######## traffic_light_monitor ########
traffic_light_monitor/m1.png
The bar under the picture is 20 µm long.
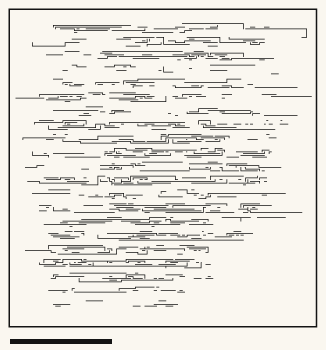

[src/rtl/tl_pkg.sv]
// rtl/tl_pkg.sv - shared light codes, phase/state enums and fault codes for traffic_light_monitor
package tl_pkg;

  localparam logic [1:0] TL_RED     = 2'b00;
  localparam logic [1:0] TL_YELLOW  = 2'b01;
  localparam logic [1:0] TL_GREEN   = 2'b10;
  localparam logic [1:0] TL_INVALID = 2'b11;

  typedef enum logic [1:0] {P0, P1, P2, P3} phase_t;

  typedef enum logic [1:0] {SYNC, TRACK, FAULT} mon_state_t;

  localparam logic [2:0] FC_NONE        = 3'd0;
  localparam logic [2:0] FC_CONFLICT    = 3'd1;
  localparam logic [2:0] FC_INVALID     = 3'd2;
  localparam logic [2:0] FC_ILLEGAL     = 3'd3;
  localparam logic [2:0] FC_ORDER       = 3'd4;
  localparam logic [2:0] FC_DWELL_SHORT = 3'd5;
  localparam logic [2:0] FC_DWELL_LONG  = 3'd6;

  function automatic phase_t next_phase(input phase_t p);
    return phase_t'(2'(p + 2'd1));
  endfunction

endpackage

[src/rtl/tl_phase_decode.sv]
// rtl/tl_phase_decode.sv - combinational decode of {ns, ew} light codes into a phase and legality flags
module tl_phase_decode
  import tl_pkg::*;
(
  input  logic [1:0] ns,
  input  logic [1:0] ew,
  output phase_t     phase,
  output logic       legal,
  output logic       conflict,
  output logic       invalid
);

  always_comb begin
    phase    = P0;
    legal    = 1'b0;
    conflict = (ns == TL_GREEN) && (ew == TL_GREEN);
    invalid  = (ns == TL_INVALID) || (ew == TL_INVALID);
    case ({ns, ew})
      {TL_GREEN,  TL_RED}:    begin phase = P0; legal = 1'b1; end
      {TL_YELLOW, TL_RED}:    begin phase = P1; legal = 1'b1; end
      {TL_RED,    TL_GREEN}:  begin phase = P2; legal = 1'b1; end
      {TL_RED,    TL_YELLOW}: begin phase = P3; legal = 1'b1; end
      default: ;
    endcase
  end

endmodule

[src/rtl/traffic_light_monitor.sv]
// rtl/traffic_light_monitor.sv - passive phase order / dwell / conflict checker with sticky fault
// Long-dwell fault (code 6) enabled by TRAFFIC_LIGHT_MONITOR_TIMEOUT_EN; otherwise dwell saturates.
module traffic_light_monitor
  import tl_pkg::*;
#(
  parameter int MIN_DWELL = 1,
  parameter int MAX_DWELL = 15,
  parameter int CNT_W     = 8
) (
  input  logic             clk,
  input  logic             rst,
  input  logic [1:0]       ns,
  input  logic [1:0]       ew,
  input  logic             clr,
  output logic             fault,
  output logic [2:0]       fault_code,
  output logic [1:0]       phase,
  output logic             phase_valid,
  output logic [CNT_W-1:0] cycle_count
);

  localparam int DW = $clog2(MAX_DWELL + 1);

  mon_state_t    state;
  phase_t        cur_phase;
  phase_t        dec_phase;
  logic [DW-1:0] dwell;
  logic          legal, conflict, invalid;
  logic          same, advance;
  logic [2:0]    light_code;
  logic [2:0]    track_code;

  tl_phase_decode u_decode (
    .ns       (ns),
    .ew       (ew),
    .phase    (dec_phase),
    .legal    (legal),
    .conflict (conflict),
    .invalid  (invalid)
  );

  assign phase   = cur_phase;
  assign same    = (dec_phase == cur_phase);
  assign advance = (dec_phase == next_phase(cur_phase));

  // Light-level causes outrank sequence causes, so they are resolved first.
  always_comb begin
    light_code = FC_NONE;
    if (conflict)      light_code = FC_CONFLICT;
    else if (invalid)  light_code = FC_INVALID;
    else if (!legal)   light_code = FC_ILLEGAL;
  end

  always_comb begin
    track_code = light_code;
    if (light_code == FC_NONE) begin
      if (same) begin
`ifdef TRAFFIC_LIGHT_MONITOR_TIMEOUT_EN
        if (dwell == DW'(MAX_DWELL)) track_code = FC_DWELL_LONG;
`endif
      end else if (advance) begin
        if (dwell < DW'(MIN_DWELL)) track_code = FC_DWELL_SHORT;
      end else begin
        track_code = FC_ORDER;
      end
    end
  end

  always_ff @(posedge clk or posedge rst) begin
    if (rst) begin
      state       <= SYNC;
      fault       <= 1'b0;
      fault_code  <= FC_NONE;
      cur_phase   <= P0;
      phase_valid <= 1'b0;
      cycle_count <= '0;
      dwell       <= '0;
    end else if (clr) begin
      state       <= SYNC;
      fault       <= 1'b0;
      fault_code  <= FC_NONE;
      phase_valid <= 1'b0;
      dwell       <= '0;
    end else begin
      case (state)
        SYNC: begin
          if (light_code != FC_NONE) begin
            state       <= FAULT;
            fault       <= 1'b1;
            fault_code  <= light_code;
            phase_valid <= 1'b0;
          end else begin
            state       <= TRACK;
            cur_phase   <= dec_phase;
            dwell       <= DW'(1);
            phase_valid <= 1'b1;
          end
        end
        TRACK: begin
          if (track_code != FC_NONE) begin
            state       <= FAULT;
            fault       <= 1'b1;
            fault_code  <= track_code;
            phase_valid <= 1'b0;
          end else if (advance) begin
            cur_phase <= dec_phase;
            dwell     <= DW'(1);
            if (cur_phase == P3) cycle_count <= cycle_count + 1'b1;
          end else if (dwell != DW'(MAX_DWELL)) begin
            dwell <= dwell + 1'b1;
          end
        end
        FAULT: ;
        default: state <= SYNC;
      endcase
    end
  end

endmodule

[config.mk]
export PLATFORM = sky130hd
export DESIGN_NAME = traffic_light_monitor
export DESIGN_NICKNAME = d
export VERILOG_FILES = /design/src/rtl/tl_pkg.sv /design/src/rtl/tl_phase_decode.sv /design/src/rtl/traffic_light_monitor.sv
export SDC_FILE = /design/constraint.sdc
export NUM_CORES = 1
export LEC_CHECK = 0
export CAP_MARGIN = 20
export CORE_AREA = 2 2 58 60
export DETAILED_ROUTE_END_ITERATION = 8
export DIE_AREA = 0 0 60 62
export PLACE_DENSITY = 0.71
export SYNTH_ARGS = -nofsm -noshare
export SYNTH_HDL_FRONTEND = slang
export SYNTH_SLANG_ARGS = --single-unit
[constraint.sdc]
create_clock -name clk -period 2.3 [get_ports clk]
set_input_delay 0.575 -clock clk [delete_from_list [all_inputs] [get_ports clk]]
set_output_delay 0.575 -clock clk [all_outputs]
set_load 0.1 [all_outputs]
######## adc_avg_sampler ########
$ cat src/rtl/adc_avg_sampler.sv
// adc_avg_sampler
//   Front-end sampler between the SAR ADC macro and the digital top. A rising
//   edge on APP_START launches 1/2/4/8 conversions (2**AVG_SEL), the results
//   are summed and the truncated mean is presented on ADC_PI with APP_DONE.
//   A conversion that never reports ADC_EOC ends the run with TIMEOUT_ERR.
//
// Ports
//   CLK          system clock, rising edge
//   RST          synchronous active-high reset
//   APP_START    level request; rising edge starts, low releases/aborts
//   AVG_SEL      log2 of sample count, captured at start
//   ADC_EOC      end-of-conversion strobe (one cycle)
//   ADC_DOUT     conversion result, valid with ADC_EOC
//   ADC_SOC      registered one-cycle start-of-conversion pulse
//   ADC_PI       registered averaged result
//   APP_DONE     registered done level
//   TIMEOUT_ERR  sticky timeout flag, cleared by the next start or reset
//
// state  | meaning
// S_IDLE | waiting for a rising edge on APP_START
// S_SOC  | ADC_SOC high for this single cycle, timeout counter cleared
// S_WAIT | waiting for ADC_EOC, accumulating, counting timeout
// S_AVG  | all samples in; load the shifted sum into ADC_PI
// S_DONE | result/flags held until APP_START falls

module adc_avg_sampler #(
  parameter int ADC_WIDTH    = 10,
  parameter int MAX_LOG2_AVG = 3,
  parameter int CONV_TIMEOUT = 255
) (
  input  logic                 CLK,
  input  logic                 RST,
  input  logic                 APP_START,
  input  logic [1:0]           AVG_SEL,
  input  logic                 ADC_EOC,
  input  logic [ADC_WIDTH-1:0] ADC_DOUT,
  output logic                 ADC_SOC,
  output logic [ADC_WIDTH-1:0] ADC_PI,
  output logic                 APP_DONE,
  output logic                 TIMEOUT_ERR
);

  localparam int ACC_W = ADC_WIDTH + MAX_LOG2_AVG;
  localparam int CNT_W = MAX_LOG2_AVG + 1;
  localparam int TMO_W = $clog2(CONV_TIMEOUT + 1);

  typedef enum logic [2:0] {
    S_IDLE,
    S_SOC,
    S_WAIT,
    S_AVG,
    S_DONE
  } state_t;

  state_t               state_q, state_d;
  logic                 start_prev_q, start_prev_d;
  logic [1:0]           n_q, n_d;
  logic [ACC_W-1:0]     acc_q, acc_d;
  logic [CNT_W-1:0]     cnt_q, cnt_d;
  logic [TMO_W-1:0]     tmo_q, tmo_d;
  logic                 soc_q, soc_d;
  logic [ADC_WIDTH-1:0] pi_q, pi_d;
  logic                 done_q, done_d;
  logic                 err_q, err_d;
  logic                 start_edge;

  assign start_edge = APP_START & ~start_prev_q;

  always_comb begin
    state_d      = state_q;
    start_prev_d = APP_START;
    n_d          = n_q;
    acc_d        = acc_q;
    cnt_d        = cnt_q;
    tmo_d        = tmo_q;
    soc_d        = 1'b0;
    pi_d         = pi_q;
    done_d       = done_q;
    err_d        = err_q;

    case (state_q)
      S_IDLE: begin
        done_d = 1'b0;
        if (start_edge) begin
          n_d     = AVG_SEL;
          acc_d   = '0;
          cnt_d   = '0;
          err_d   = 1'b0;
          soc_d   = 1'b1;
          state_d = S_SOC;
        end
      end

      S_SOC: begin
        if (!APP_START) begin
          state_d = S_IDLE;
        end else begin
          tmo_d   = '0;
          state_d = S_WAIT;
        end
      end

      S_WAIT: begin
        if (!APP_START) begin
          state_d = S_IDLE;
        end else begin
          tmo_d = tmo_q + TMO_W'(1);
          if (ADC_EOC) begin
            acc_d = acc_q + ACC_W'(ADC_DOUT);
            cnt_d = cnt_q + CNT_W'(1);
            if ((cnt_q + CNT_W'(1)) == (CNT_W'(1) << n_q)) begin
              state_d = S_AVG;
            end else begin
              soc_d   = 1'b1;
              state_d = S_SOC;
            end
          end else if (tmo_q == TMO_W'(CONV_TIMEOUT - 1)) begin
            // Timeout ends the run as "done with error"; ADC_PI is left alone.
            err_d   = 1'b1;
            done_d  = 1'b1;
            state_d = S_DONE;
          end
        end
      end

      S_AVG: begin
        if (!APP_START) begin
          state_d = S_IDLE;
        end else begin
          pi_d    = ADC_WIDTH'(acc_q >> n_q);
          done_d  = 1'b1;
          state_d = S_DONE;
        end
      end

      S_DONE: begin
        if (!APP_START) begin
          done_d  = 1'b0;
          state_d = S_IDLE;
        end
      end

      default: state_d = S_IDLE;
    endcase
  end

  always_ff @(posedge CLK) begin
    if (RST) begin
      state_q      <= S_IDLE;
      // A request level held high across reset is not a fresh request; the
      // edge detector comes out of reset as if the level was already seen.
      start_prev_q <= 1'b1;
      n_q          <= '0;
      acc_q        <= '0;
      cnt_q        <= '0;
      tmo_q        <= '0;
      soc_q        <= 1'b0;
      pi_q         <= '0;
      done_q       <= 1'b0;
      err_q        <= 1'b0;
    end else begin
      state_q      <= state_d;
      start_prev_q <= start_prev_d;
      n_q          <= n_d;
      acc_q        <= acc_d;
      cnt_q        <= cnt_d;
      tmo_q        <= tmo_d;
      soc_q        <= soc_d;
      pi_q         <= pi_d;
      done_q       <= done_d;
      err_q        <= err_d;
    end
  end

  assign ADC_SOC     = soc_q;
  assign ADC_PI      = pi_q;
  assign APP_DONE    = done_q;
  assign TIMEOUT_ERR = err_q;

endmodule

$ cat config.mk
export PLATFORM = sky130hd
export DESIGN_NAME = adc_avg_sampler
export DESIGN_NICKNAME = d
export VERILOG_FILES = /design/src/rtl/adc_avg_sampler.sv
export SDC_FILE = /design/constraint.sdc
export NUM_CORES = 1
export LEC_CHECK = 0
export CORE_ASPECT_RATIO = 0.9
export CORE_MARGIN = 3
export CORE_UTILIZATION = 61
export CTS_CLUSTER_SIZE = 10
export DETAILED_ROUTE_END_ITERATION = 10
export MAX_ROUTING_LAYER = met4
export PLACE_DENSITY = 0.84
export SYNTH_ARGS = -nofsm -noshare
export SYNTH_HDL_FRONTEND = slang
export SYNTH_SLANG_ARGS = --single-unit
export TNS_END_PERCENT = 100
$ cat constraint.sdc
create_clock -name CLK -period 3.2 [get_ports CLK]
set_clock_uncertainty 0.05 [all_clocks]
set_input_delay 0.32 -clock CLK [delete_from_list [all_inputs] [get_ports CLK]]
set_output_delay 0.32 -clock CLK [all_outputs]
set_load 0.02 [all_outputs]
######## regfile_2r1w_ctrl ########
**config.mk**
```make
export PLATFORM = sky130hd
export DESIGN_NAME = regfile_2r1w_ctrl
export DESIGN_NICKNAME = d
export VERILOG_FILES = /design/src/rtl/regfile_2r1w_ctrl.sv
export SDC_FILE = /design/constraint.sdc
export NUM_CORES = 1
export LEC_CHECK = 0
export ABC_AREA = 1
export CAP_MARGIN = 40
export CORE_MARGIN = 2
export CORE_UTILIZATION = 30
export CTS_CLUSTER_DIAMETER = 50
export DETAILED_ROUTE_END_ITERATION = 7
export PLACE_DENSITY = 0.56
export REMOVE_ABC_BUFFERS = 1
export SYNTH_ARGS = -nofsm -noshare
export SYNTH_HDL_FRONTEND = slang
export SYNTH_SLANG_ARGS = --single-unit
```
**constraint.sdc**
```tcl
create_clock -name Clk -period 1.6 [get_ports Clk]
set_clock_uncertainty 0.15 [all_clocks]
set_input_delay 0.4 -clock Clk [delete_from_list [all_inputs] [get_ports Clk]]
set_output_delay 0.4 -clock Clk [all_outputs]
set_load 0.005 [all_outputs]
```
**src/rtl/regfile_2r1w_ctrl.sv**
```systemverilog
// ---------------------------------------------------------------------------
// regfile_2r1w_ctrl
//   2**N x W register file with one synchronous write port and two
//   independently enabled read ports (A, B). Each read port decodes its
//   address to a one-hot select. The read data, the one-hot select and the
//   valid flag are registered, so the read latency is one cycle.
//   A read of the address being written in the same cycle returns the new
//   write data (bypass). When ZERO_REG is set, register 0 reads as zero and
//   writes to it are discarded.
//
// Ports
//   Clk       in   rising-edge clock
//   Rst_n     in   asynchronous active-low reset (clears registers and outputs)
//   W_adr     in   [N-1:0] write address
//   W_ena     in   write enable
//   W_data    in   [W-1:0] write data
//   Ra_adr    in   [N-1:0] read port A address
//   Ra_ena    in   read port A enable
//   Rb_adr    in   [N-1:0] read port B address
//   Rb_ena    in   read port B enable
//   Ra_data   out  [W-1:0] registered read data, port A (0 when disabled)
//   Rb_data   out  [W-1:0] registered read data, port B (0 when disabled)
//   Ra_valid  out  Ra_data valid
//   Rb_valid  out  Rb_data valid
//   Oea       out  [M-1:0] registered one-hot select, port A
//   Oeb       out  [M-1:0] registered one-hot select, port B
//   Wr_hit    out  an enabled port was served by the bypass last cycle
// ---------------------------------------------------------------------------
module regfile_2r1w_ctrl #(
  parameter int N        = 2,
  parameter int W        = 16,
  parameter bit ZERO_REG = 1'b0
) (
  input  logic              Clk,
  input  logic              Rst_n,
  input  logic [N-1:0]      W_adr,
  input  logic              W_ena,
  input  logic [W-1:0]      W_data,
  input  logic [N-1:0]      Ra_adr,
  input  logic              Ra_ena,
  input  logic [N-1:0]      Rb_adr,
  input  logic              Rb_ena,
  output logic [W-1:0]      Ra_data,
  output logic [W-1:0]      Rb_data,
  output logic              Ra_valid,
  output logic              Rb_valid,
  output logic [(1<<N)-1:0] Oea,
  output logic [(1<<N)-1:0] Oeb,
  output logic              Wr_hit
);

  localparam int M = 1 << N;

  logic [W-1:0] regs [M];

  logic         wr_commit_p0;
  logic         zero_a_p0;
  logic         zero_b_p0;
  logic         byp_a_p0;
  logic         byp_b_p0;
  logic [W-1:0] data_a_p0;
  logic [W-1:0] data_b_p0;

  // N-to-M one-hot read decoder.
  function automatic logic [M-1:0] decode(input logic [N-1:0] adr);
    logic [M-1:0] oh;
    oh      = '0;
    oh[adr] = 1'b1;
    return oh;
  endfunction

  // Address 0 is hard-wired to zero only when ZERO_REG is set.
  function automatic logic is_zero_reg(input logic [N-1:0] adr);
    return ZERO_REG && (adr == '0);
  endfunction

  // ---- stage p0: address compare, bypass and read mux ----
  assign wr_commit_p0 = W_ena && !is_zero_reg(W_adr);

  // The zero register wins over the bypass, so a write to r0 never
  // appears on a read port and never counts as a bypass hit.
  assign zero_a_p0 = is_zero_reg(Ra_adr);
  assign zero_b_p0 = is_zero_reg(Rb_adr);
  assign byp_a_p0  = !zero_a_p0 && W_ena && (W_adr == Ra_adr);
  assign byp_b_p0  = !zero_b_p0 && W_ena && (W_adr == Rb_adr);

  assign data_a_p0 = zero_a_p0 ? '0 : (byp_a_p0 ? W_data : regs[Ra_adr]);
  assign data_b_p0 = zero_b_p0 ? '0 : (byp_b_p0 ? W_data : regs[Rb_adr]);

  always_ff @(posedge Clk or negedge Rst_n) begin
    if (!Rst_n) begin
      for (int i = 0; i < M; i++) regs[i] <= '0;
    end else if (wr_commit_p0) begin
      regs[W_adr] <= W_data;
    end
  end

  // ---- stage p1: registered read outputs ----
  // A disabled port drives zeros rather than holding stale data.
  always_ff @(posedge Clk or negedge Rst_n) begin
    if (!Rst_n) begin
      Ra_data  <= '0;
      Rb_data  <= '0;
      Ra_valid <= 1'b0;
      Rb_valid <= 1'b0;
      Oea      <= '0;
      Oeb      <= '0;
      Wr_hit   <= 1'b0;
    end else begin
      Ra_valid <= Ra_ena;
      Rb_valid <= Rb_ena;
      Oea      <= Ra_ena ? decode(Ra_adr) : '0;
      Oeb      <= Rb_ena ? decode(Rb_adr) : '0;
      Ra_data  <= Ra_ena ? data_a_p0 : '0;
      Rb_data  <= Rb_ena ? data_b_p0 : '0;
      Wr_hit   <= (Ra_ena && byp_a_p0) || (Rb_ena && byp_b_p0);
    end
  end

endmodule

```
regfile_2r1w_ctrl/m3.png
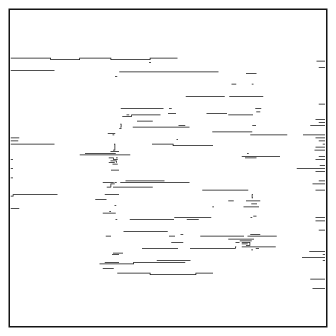
- wire length on this layer: 1030 µm
- main direction: horizontal
- longest straight run: 43.7 µm
- nets with wire on the layer: 90
- share of all routed wire: 5.9%

==> results.yml, regfile_2r1w_ctrl <==
# generated from flow reports
outcome:
  status: "complete, no violations"
floorplanning:
  fp.dieH_um: 140
  chipArea_mm2: 0.0196
  rows: 49
synth:
  synth_cell_types: 17
  yosys_warnings: 0
  muxShareOfSynthArea_pct: 0
  edf_count: 0
  synthXorXnorAreaFrac_pct: 0
  yosys.area_share.aoi_pct: 5.78
  simple_gate_area_share_pct: 34.9
  synth_cells: 759
  yosysSeqAreaShare_pct: 48.3
  ys_area_mm2: 0.00554
  synthFlopType: "dfrtp_1"
  yosys_cells: 759
  yosysMostFrequentCell: "nand2_1"
timing:
  setup_viol: 0
  hold_ws_ns: 0.336
  hold_violations: 0
pwr:
  pg_comb_uw: 1660
  power.total_uw: 7350
  pg_clk_uw: 2460
  p_seq_share_pct: 44.0
  ir_drop_uv: 505
  seq_cell_power_uw: 3240
  pwr-share-comb_pct: 22.5
setup_path:
  r2r-start: "regs[53]"
  cp.arrival_ns: 1.01
  path_delay_family: "flip-flops"
  slowest_stage: "dfrtp_1"
  worstSetupStartpointType: "flop"
  required_ns: 1.05
  rr_endpoint: "Rb_data[5]"
  cp.depth: 1
  worst-r2r-cell-count: 6
  cp-endpoint: "Ra_data[9]"
grt:
  grt_pass1_wl_um: 27900
  grt.overflow.total: 0
  grt_max_degree: 69
  grt_usage_pct: 18.4
cells_and_area:
  finalNonFillerCells: 1087
  nNetsFinal: 880
clock_network:
  cts_max_level: 3
  post_cts_buffers: 2
  ctsResizeCount: 52
  cts_tree: "done"
  path_clk_slew_ns: 0.07
  clk_path_buf_depth: 2
detailed_routing:
  routed_via_density: 4.81
  route.met2.wl_um: 8190
  drtIter0Drc: 523
  drt-met1-wl_um: 7850
hold_path:
  hold_path_startpoint: "regs[12]"
place:
  globalplace.congestion: 0.834
-- regfile_2r1w_ctrl: state kept, by name (all words and copies together) (netlist names) --
signal    flops
regs         64
Ra_data      16
Rb_data      16
Oea           4
Oeb           4
Ra_valid      1
Rb_valid      1
Wr_hit        1
-- regfile_2r1w_ctrl: cell type report --
type,count,area (µm²),area share [%]
well taps,229,287,3.93
clock buffers,9,225,3.09
clock inverters,7,97.6,1.34
multi-input cells,515,2260,31.0
inverters,92,358,4.91
repair buffers,128,1390,19.1
flip-flops and latches,107,2680,36.7
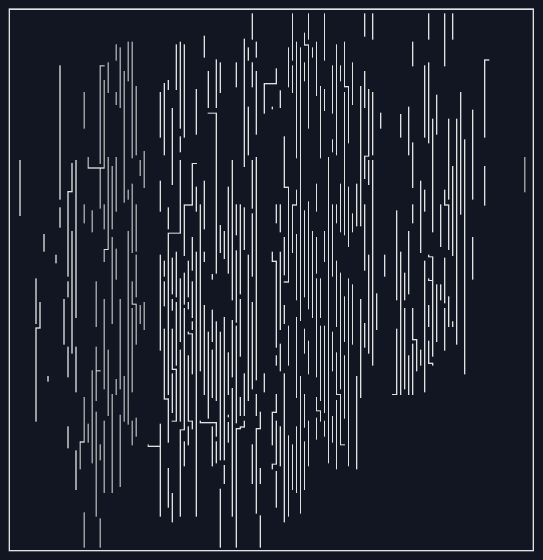
traffic_light_monitor/m2.png
- wire length on this layer: 2160 µm
- share of all routed wire: 53%
- main direction: vertical
- nets with wire on the layer: 195
- longest straight run: 35.0 µm

## Picture notes: traffic_light_monitor/m1.png
- share of all routed wire: 43%
- nets with wire on the layer: 198
- wire length on this layer: 1740 µm

==> results.yml, traffic_light_monitor <==
# generated from flow reports
grt:
  met2_usage_pct: 37.3
  grt_pass1_vias: 1311
  antenna_found_initial: 0
  grt_usage_pct: 22.4
  busiest_layer: "met2"
pwr:
  pg_clk_uw: 184
  clkPwrFrac_pct: 17.5
  p_sw_share_pct: 39.5
  p_seq_share_pct: 38.5
  seq_cell_power_uw: 405
floorplanning:
  fp-utilization_pct: 45.4
  rows: 21
  chipArea_mm2: 0.00372
clock_network:
  cts_max_level: 1
  cts_inserted_buffers: 3
  insertion_delay_ns: 0.31
  cts_tree: "done"
  post_cts_buffers: 5
  cts_sinks: 21
hold_path:
  min_path_cells: 1
  hold_end: "cycle_count[7]"
synth:
  synth_cells: 151
  synth-seq-cells: 21
  largest_area_cell: "dfrtp_1"
  yosysMostFrequentCell: "dfrtp_1"
  topCombFamilyByArea: "simple AND/OR/NAND/NOR gates"
  ys_area_mm2: 0.00144
  yosysSeqAreaShare_pct: 36.4
  async_flop_share_pct: 100
  synthFlopType: "dfrtp_1"
  fp_nets: 162
  simple_gate_area_share_pct: 25.6
cells_and_area:
  post-route-util_pct: 67.3
  fin_area_mm2: 0.00214
  drive_above_1_share_pct: 48.5
  nNetsFinal: 218
  largest_reg_flops: 8
  area_growth_pct: 48.1
  fillCellCount: 251
setup_path:
  cp.depth: 10
  worst-r2r-cell-count: 9
  cp.arrival_ns: 2.64
  rr_endpoint: "dwell[0]"
  cp_max_fo: 5
  cp-endpoint: "dwell[0]"
place:
  place_ws_ns: -0.705
  place_hpwl_um: 2720
timing:
  tightest_slew_ns: 0.380
  setup_viol: 17
  fin_crit_ns: 2.45
  slew_violations: 0
  setup_ws_ns: -0.147
  fin_skew_ns: 0.00488
  clock.fmax_mhz: 409
  maxSlewHeadroom_pct: 74.4
  hold_violations: 0
detailed_routing:
  dr_wl_met3_um: 137
  wl_per_cell_um: 16.1
outcome:
  violations: "negative setup slack"
  status: "finished, violations left"
## traffic_light_monitor: per-stage QoR
stage                     std cells  total power [µW]
after floorplan                 151               679
after global placement          239               795
after detailed placement        239               805
final                           252              1050
after CTS                       248              1030
after global routing            252              1110
## traffic_light_monitor: area by class of cell
type,instances,area [µm²],area share (%)
timing repair buffer,60,483,22.6
multi-input combinational,115,1010,47.3
tap,46,57.6,2.69
inverter,6,22.5,1.05
clock buffer,3,22.5,1.05
clock inverter,1,7.51,0.351
sequential,21,533,24.9
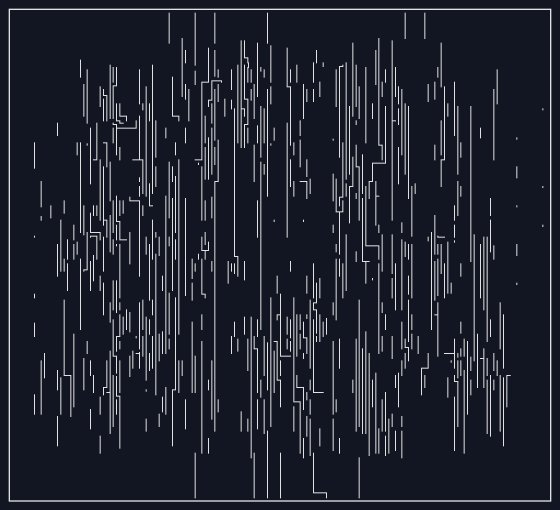
adc_avg_sampler/m2.png
- nets with wire on the layer: 291
- wire length on this layer: 2400 µm
- share of all routed wire: 44%
- main direction: vertical
- longest straight run: 35.0 µm

==> results.yml, adc_avg_sampler <==
# generated from flow reports
outcome:
  status: "complete, no violations"
hold_path:
  hold_path_startpoint: "acc_q[12]"
cells_and_area:
  area_growth_pct: 14.4
  nClkBuffers: 5
  fillCellCount: 339
  registers.top_by_ff_count: "acc_q"
  final-nonclk-buf-share_pct: 9.42
  comb_cells: 231
  sh_comb_area_pct: 55.7
synth:
  largest_area_cell: "dfxtp_1"
  synthFlopType: "dfxtp_1"
place:
  numPlacedInstances: 372
floorplanning:
  coreArea_mm2: 0.00416
grt:
  busiest_layer: "met2"
detailed_routing:
  dr_wl_met3_um: 332
  vias: 2301
  drt-met1-wl_um: 2710
timing:
  fin_crit_sh_pct: 71.5
  setup_viol: 0
  hold_ws_ns: 0.432
  maxSlewHeadroom_pct: 48.3
  fin_crit_ns: 2.29
setup_path:
  cp-endpoint: "acc_q[8]"
  cp_num_buf_inv: 2
## adc_avg_sampler: cells by family after synthesis
group | after synthesis | share of synthesized area [%]
AOI/OAI and AO/OA | 70 | 17.7
xor gates and xnor gates | 9 | 2.95
adders and majority gates | 14 | 6.84
buffers and inverters | 22 | 3.33
DFF | 44 | 33.0
muxes | 27 | 14.9
and+or+nand+nor | 111 | 21.3
## adc_avg_sampler: where the power goes
| part | switching (µW) | leakage, µW | internal [µW] |
|---|---|---|---|
| registers | 9.41 | 0.000355 | 551 |
| clock network | 183 | 0.0000400 | 148 |
| logic | 46.8 | 0.000775 | 44.6 |

######## logic_bist_ctrl ########
--- src/rtl/logic_bist_ctrl.sv ---
// Logic BIST controller: drives exhaustive or LFSR stimulus into a combinational
// cell under test and compacts its responses into a MISR signature.
module logic_bist_ctrl #(
    parameter int              N_IN      = 3,
    parameter int              N_OUT     = 1,
    parameter int              SIG_W     = 16,
    parameter logic [SIG_W-1:0] MISR_POLY = 16'h1021,
    parameter logic [N_IN-1:0]  LFSR_POLY = 3'b110,
    parameter int              SETTLE    = 1
) (
    input  logic             clk,
    input  logic             rst_n,
    input  logic             start,
    input  logic             abort,
    input  logic             mode,
    input  logic [N_IN-1:0]  seed,
    input  logic [N_IN-1:0]  pat_count,
    input  logic [SIG_W-1:0] golden,
    input  logic [N_OUT-1:0] resp,
    output logic [N_IN-1:0]  pattern,
    output logic             busy,
    output logic             done,
    output logic [SIG_W-1:0] signature,
    output logic             pass
);

    // state | meaning
    // IDLE  | waiting for start, outputs cleared
    // APPLY | holding patterns and folding responses into the MISR
    // DONE  | run finished, signature and pass held until next start

    generate
        if (N_OUT > SIG_W) begin : g_err_nout
            $error("logic_bist_ctrl: N_OUT must not exceed SIG_W");
        end
        if (N_IN < 2) begin : g_err_nin
            $error("logic_bist_ctrl: N_IN must be at least 2");
        end
    endgenerate

    typedef enum logic [1:0] {IDLE, APPLY, DONE} state_t;

    localparam logic [N_IN:0] ALL_PATS  = {1'b1, {N_IN{1'b0}}};
    localparam logic [N_IN:0] LFSR_PATS = {1'b0, {N_IN{1'b1}}};
    localparam logic [3:0]    HOLD_LAST = 4'(SETTLE);

    state_t           state;
    logic [N_IN:0]    cnt;
    logic [N_IN:0]    total;
    logic [3:0]       hold;
    logic             lmode;
    logic [SIG_W-1:0] resp_ext;
    logic [SIG_W-1:0] sig_nxt;
    logic [N_IN-1:0]  pat_nxt;
    logic [N_IN-1:0]  start_pat;
    logic [N_IN:0]    start_total;
    logic             last;

    always_comb begin
        resp_ext = '0;
        resp_ext[N_OUT-1:0] = resp;
        sig_nxt = {signature[SIG_W-2:0], 1'b0}
                ^ (signature[SIG_W-1] ? MISR_POLY : '0)
                ^ resp_ext;
        if (lmode)
            pat_nxt = pattern[0] ? ((pattern >> 1) ^ LFSR_POLY) : (pattern >> 1);
        else
            pat_nxt = pattern + 1'b1;
        last = (cnt + 1'b1) == total;
        // an all-zero seed would lock the LFSR, so it is promoted to 1
        if (mode) begin
            start_pat   = (seed == '0) ? N_IN'(1) : seed;
            start_total = (pat_count == '0) ? LFSR_PATS : {1'b0, pat_count};
        end else begin
            start_pat   = '0;
            start_total = ALL_PATS;
        end
    end

    always_ff @(posedge clk or negedge rst_n) begin
        if (!rst_n) begin
            state     <= IDLE;
            pattern   <= '0;
            busy      <= 1'b0;
            done      <= 1'b0;
            signature <= '0;
            pass      <= 1'b0;
            cnt       <= '0;
            total     <= '0;
            hold      <= '0;
            lmode     <= 1'b0;
        end else begin
            case (state)
                IDLE, DONE: begin
                    done <= 1'b0;
                    if (state == DONE)
                        pass <= (signature == golden);
                    if (start) begin
                        state     <= APPLY;
                        busy      <= 1'b1;
                        signature <= '0;
                        pass      <= 1'b0;
                        cnt       <= '0;
                        hold      <= '0;
                        lmode     <= mode;
                        total     <= start_total;
                        pattern   <= start_pat;
                    end
                end
                APPLY: begin
                    if (abort) begin
                        state     <= IDLE;
                        busy      <= 1'b0;
                        signature <= '0;
                        pass      <= 1'b0;
                        pattern   <= '0;
                    end else if (hold == HOLD_LAST) begin
                        signature <= sig_nxt;
                        hold      <= '0;
                        cnt       <= cnt + 1'b1;
                        if (last) begin
                            state <= DONE;
                            busy  <= 1'b0;
                            done  <= 1'b1;
                            pass  <= (sig_nxt == golden);
                        end else begin
                            pattern <= pat_nxt;
                        end
                    end else begin
                        hold <= hold + 1'b1;
                    end
                end
                default: state <= IDLE;
            endcase
        end
    end

endmodule

--- config.mk ---
export PLATFORM = sky130hd
export DESIGN_NAME = logic_bist_ctrl
export DESIGN_NICKNAME = d
export VERILOG_FILES = /design/src/rtl/logic_bist_ctrl.sv
export SDC_FILE = /design/constraint.sdc
export NUM_CORES = 1
export LEC_CHECK = 0
export CORE_MARGIN = 2
export CORE_UTILIZATION = 50
export CTS_CLUSTER_SIZE = 8
export DETAILED_ROUTE_END_ITERATION = 8
export HOLD_SLACK_MARGIN = 0.1
export PLACE_DENSITY = 0.79
export SYNTH_ARGS = -nofsm -noshare
export SYNTH_HDL_FRONTEND = slang
export SYNTH_SLANG_ARGS = --single-unit
--- constraint.sdc ---
create_clock -name clk -period 2.34 [get_ports clk]
set_input_delay 0.585 -clock clk [delete_from_list [all_inputs] [get_ports clk]]
set_output_delay 0.585 -clock clk [all_outputs]
set_load 0.01 [all_outputs]
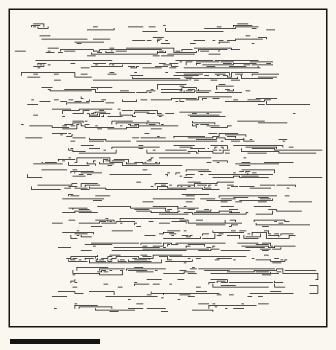
logic_bist_ctrl/m1.png
The bar under the picture is 20 µm long.
- longest straight run: 21.2 µm
- share of all routed wire: 45%
- wire length on this layer: 2430 µm

==> results.yml <==
# generated from flow reports
clock_network:
  postCtsHoldBufs: 0
  insertion_delay_ns: 0.29
  clk_path_buf_depth: 2
  root_buffer: "clkbuf_8"
cells_and_area:
  finalNonFillerCells: 358
  fin_area_mm2: 0.00294
  nNetsFinal: 337
  seq_area_um2: 926
  area_growth_pct: 32.9
  registers.top_by_ff_count: "signature"
  final_common_cell: "nand2_1"
  post-route-util_pct: 68.1
detailed_routing:
  routed_via_density: 5.38
  drtIter0Drc: 148
  vias: 1927
  wirelength_um: 5440
timing:
  maxSlewHeadroom_pct: 73.6
  hold_violations: 0
  hold_ws_ns: 0.198
  fin_crit_ns: 2.19
  tightest_slew_ns: 0.392
  fin_crit_sh_pct: 93.7
setup_path:
  r2r-start: "cnt[0]"
  cp_max_fo: 9
  worstSetupStartpointType: "flop"
  cp.arrival_ns: 2.37
  path_class: "flop to flop"
  worstSetupEndpointType: "flop"
synth:
  yosys_warnings: 0
  fp_nets: 283
  simple_gate_area_share_pct: 18.4
  synthFlopType: "dfrtp_1"
  synth-seq-cells: 37
  largest_area_cell: "dfrtp_1"
  edf_count: 0
  syn_avg_cell_area_um2: 8.83
  synth.area.top_cells: "dfrtp_1 (42%), xor2_1 (13%), nand2_1 (8.5%)"
  synth_top_area_share_pct: 41.8
  synth.top_cells.by_count: "nand2_1 (50), dfrtp_1 (37), xor2_1 (33), o21ai_0 (28), nor2_1 (14)"
  syn_area_mm2: 0.00222
  muxShareOfSynthArea_pct: 0.960
  synthXorXnorAreaFrac_pct: 17.8
  async_flop_share_pct: 100
place:
  place_ws_ns: 0.0598
  globalplace.congestion: 0.862
  placed_area_mm2: 0.00281
  place_hpwl_um: 4000
pwr:
  p_sw_share_pct: 35.0
  p_int_uw: 1590
  clkPwrFrac_pct: 27.1
  cellPowerDensity_mw_per_mm2: 831
  power.total_uw: 2450
  power.switching_uw: 856
  pwr-share-comb_pct: 37.0
  pg_clk_uw: 663
outcome:
  status: "complete, no violations"
floorplanning:
  chipArea_mm2: 0.00498
  die_w_um: 70.6
grt:
  grt.overflow.total: 0
  grt_max_degree: 34
job:
  warnings: 27
hold_path:
  hold_class: "input pin to asynchronous set/reset pin"
[worst max-delay path: stages (launching register included)]
cell,delay (ns)
dfrtp_1,0.43
ha_1,0.35
xor2_1,0.15
or4_4,0.60
o31ai_4,0.20
mux2_1,0.35
[final cells by class]
cell class              instances  area share [%]
multi-input cells             197            41.7
flip-flops and latches         37            31.4
repair buffers                 59            19.5
clock buffers                   5            2.34
clock inverters                 3            2.21
well taps                      52            2.21
inverters                       5           0.637
[layer usage]
metal,GRT usage (%),vias up,routed length [µm]
met2,40.4,48,2710
li1,-,958,-
met3,4.42,13,187
met5,0,-,0
met1,31.4,908,2430
met4,9.43,0,123


## Gallery

Routing congestion.
picture 1
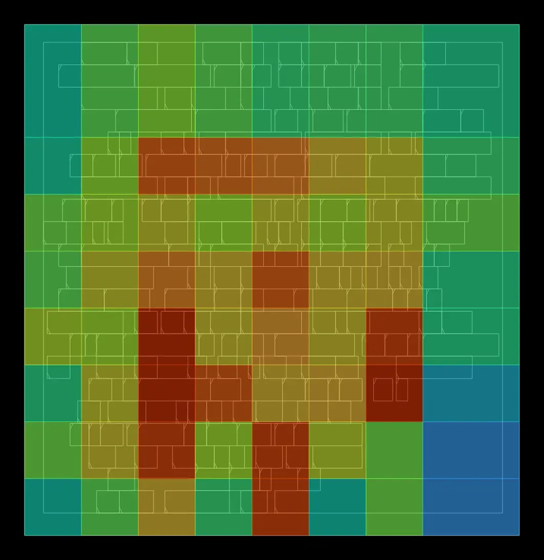
picture 2
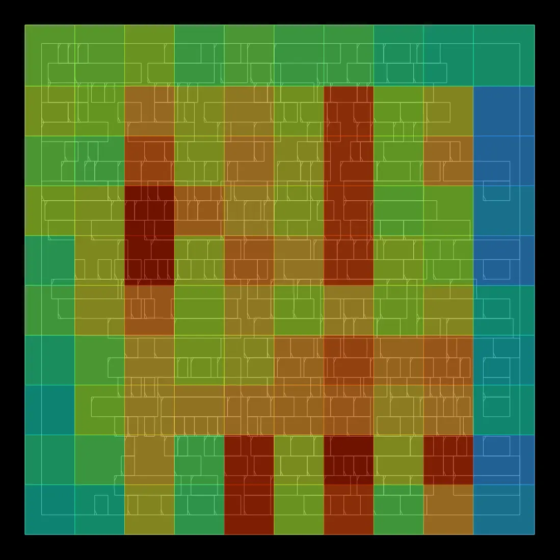
picture 3
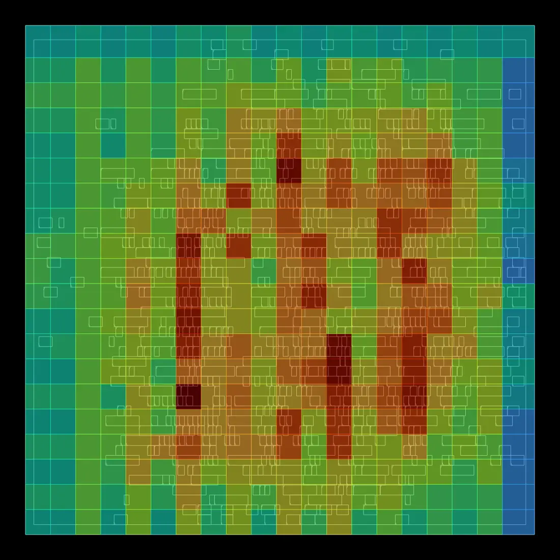
picture 4
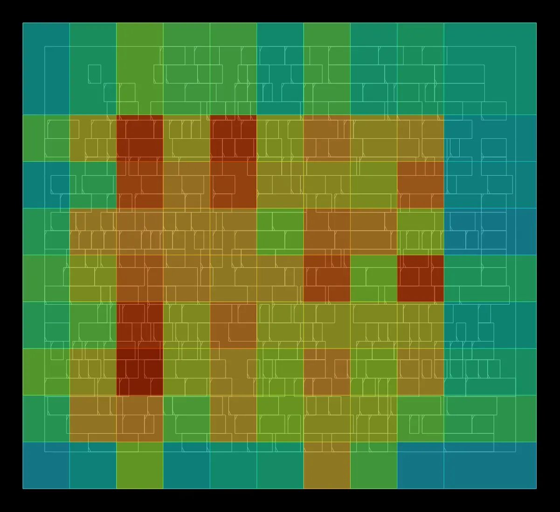
| from | picture |
|---|---|
| traffic_light_monitor | picture 1 |
| regfile_2r1w_ctrl | picture 3 |
| adc_avg_sampler | picture 4 |
| logic_bist_ctrl | picture 2 |
- lowest track usage: picture 3
- lowest utilization: picture 3

Power is estimated from default activity; no workload was simulated.
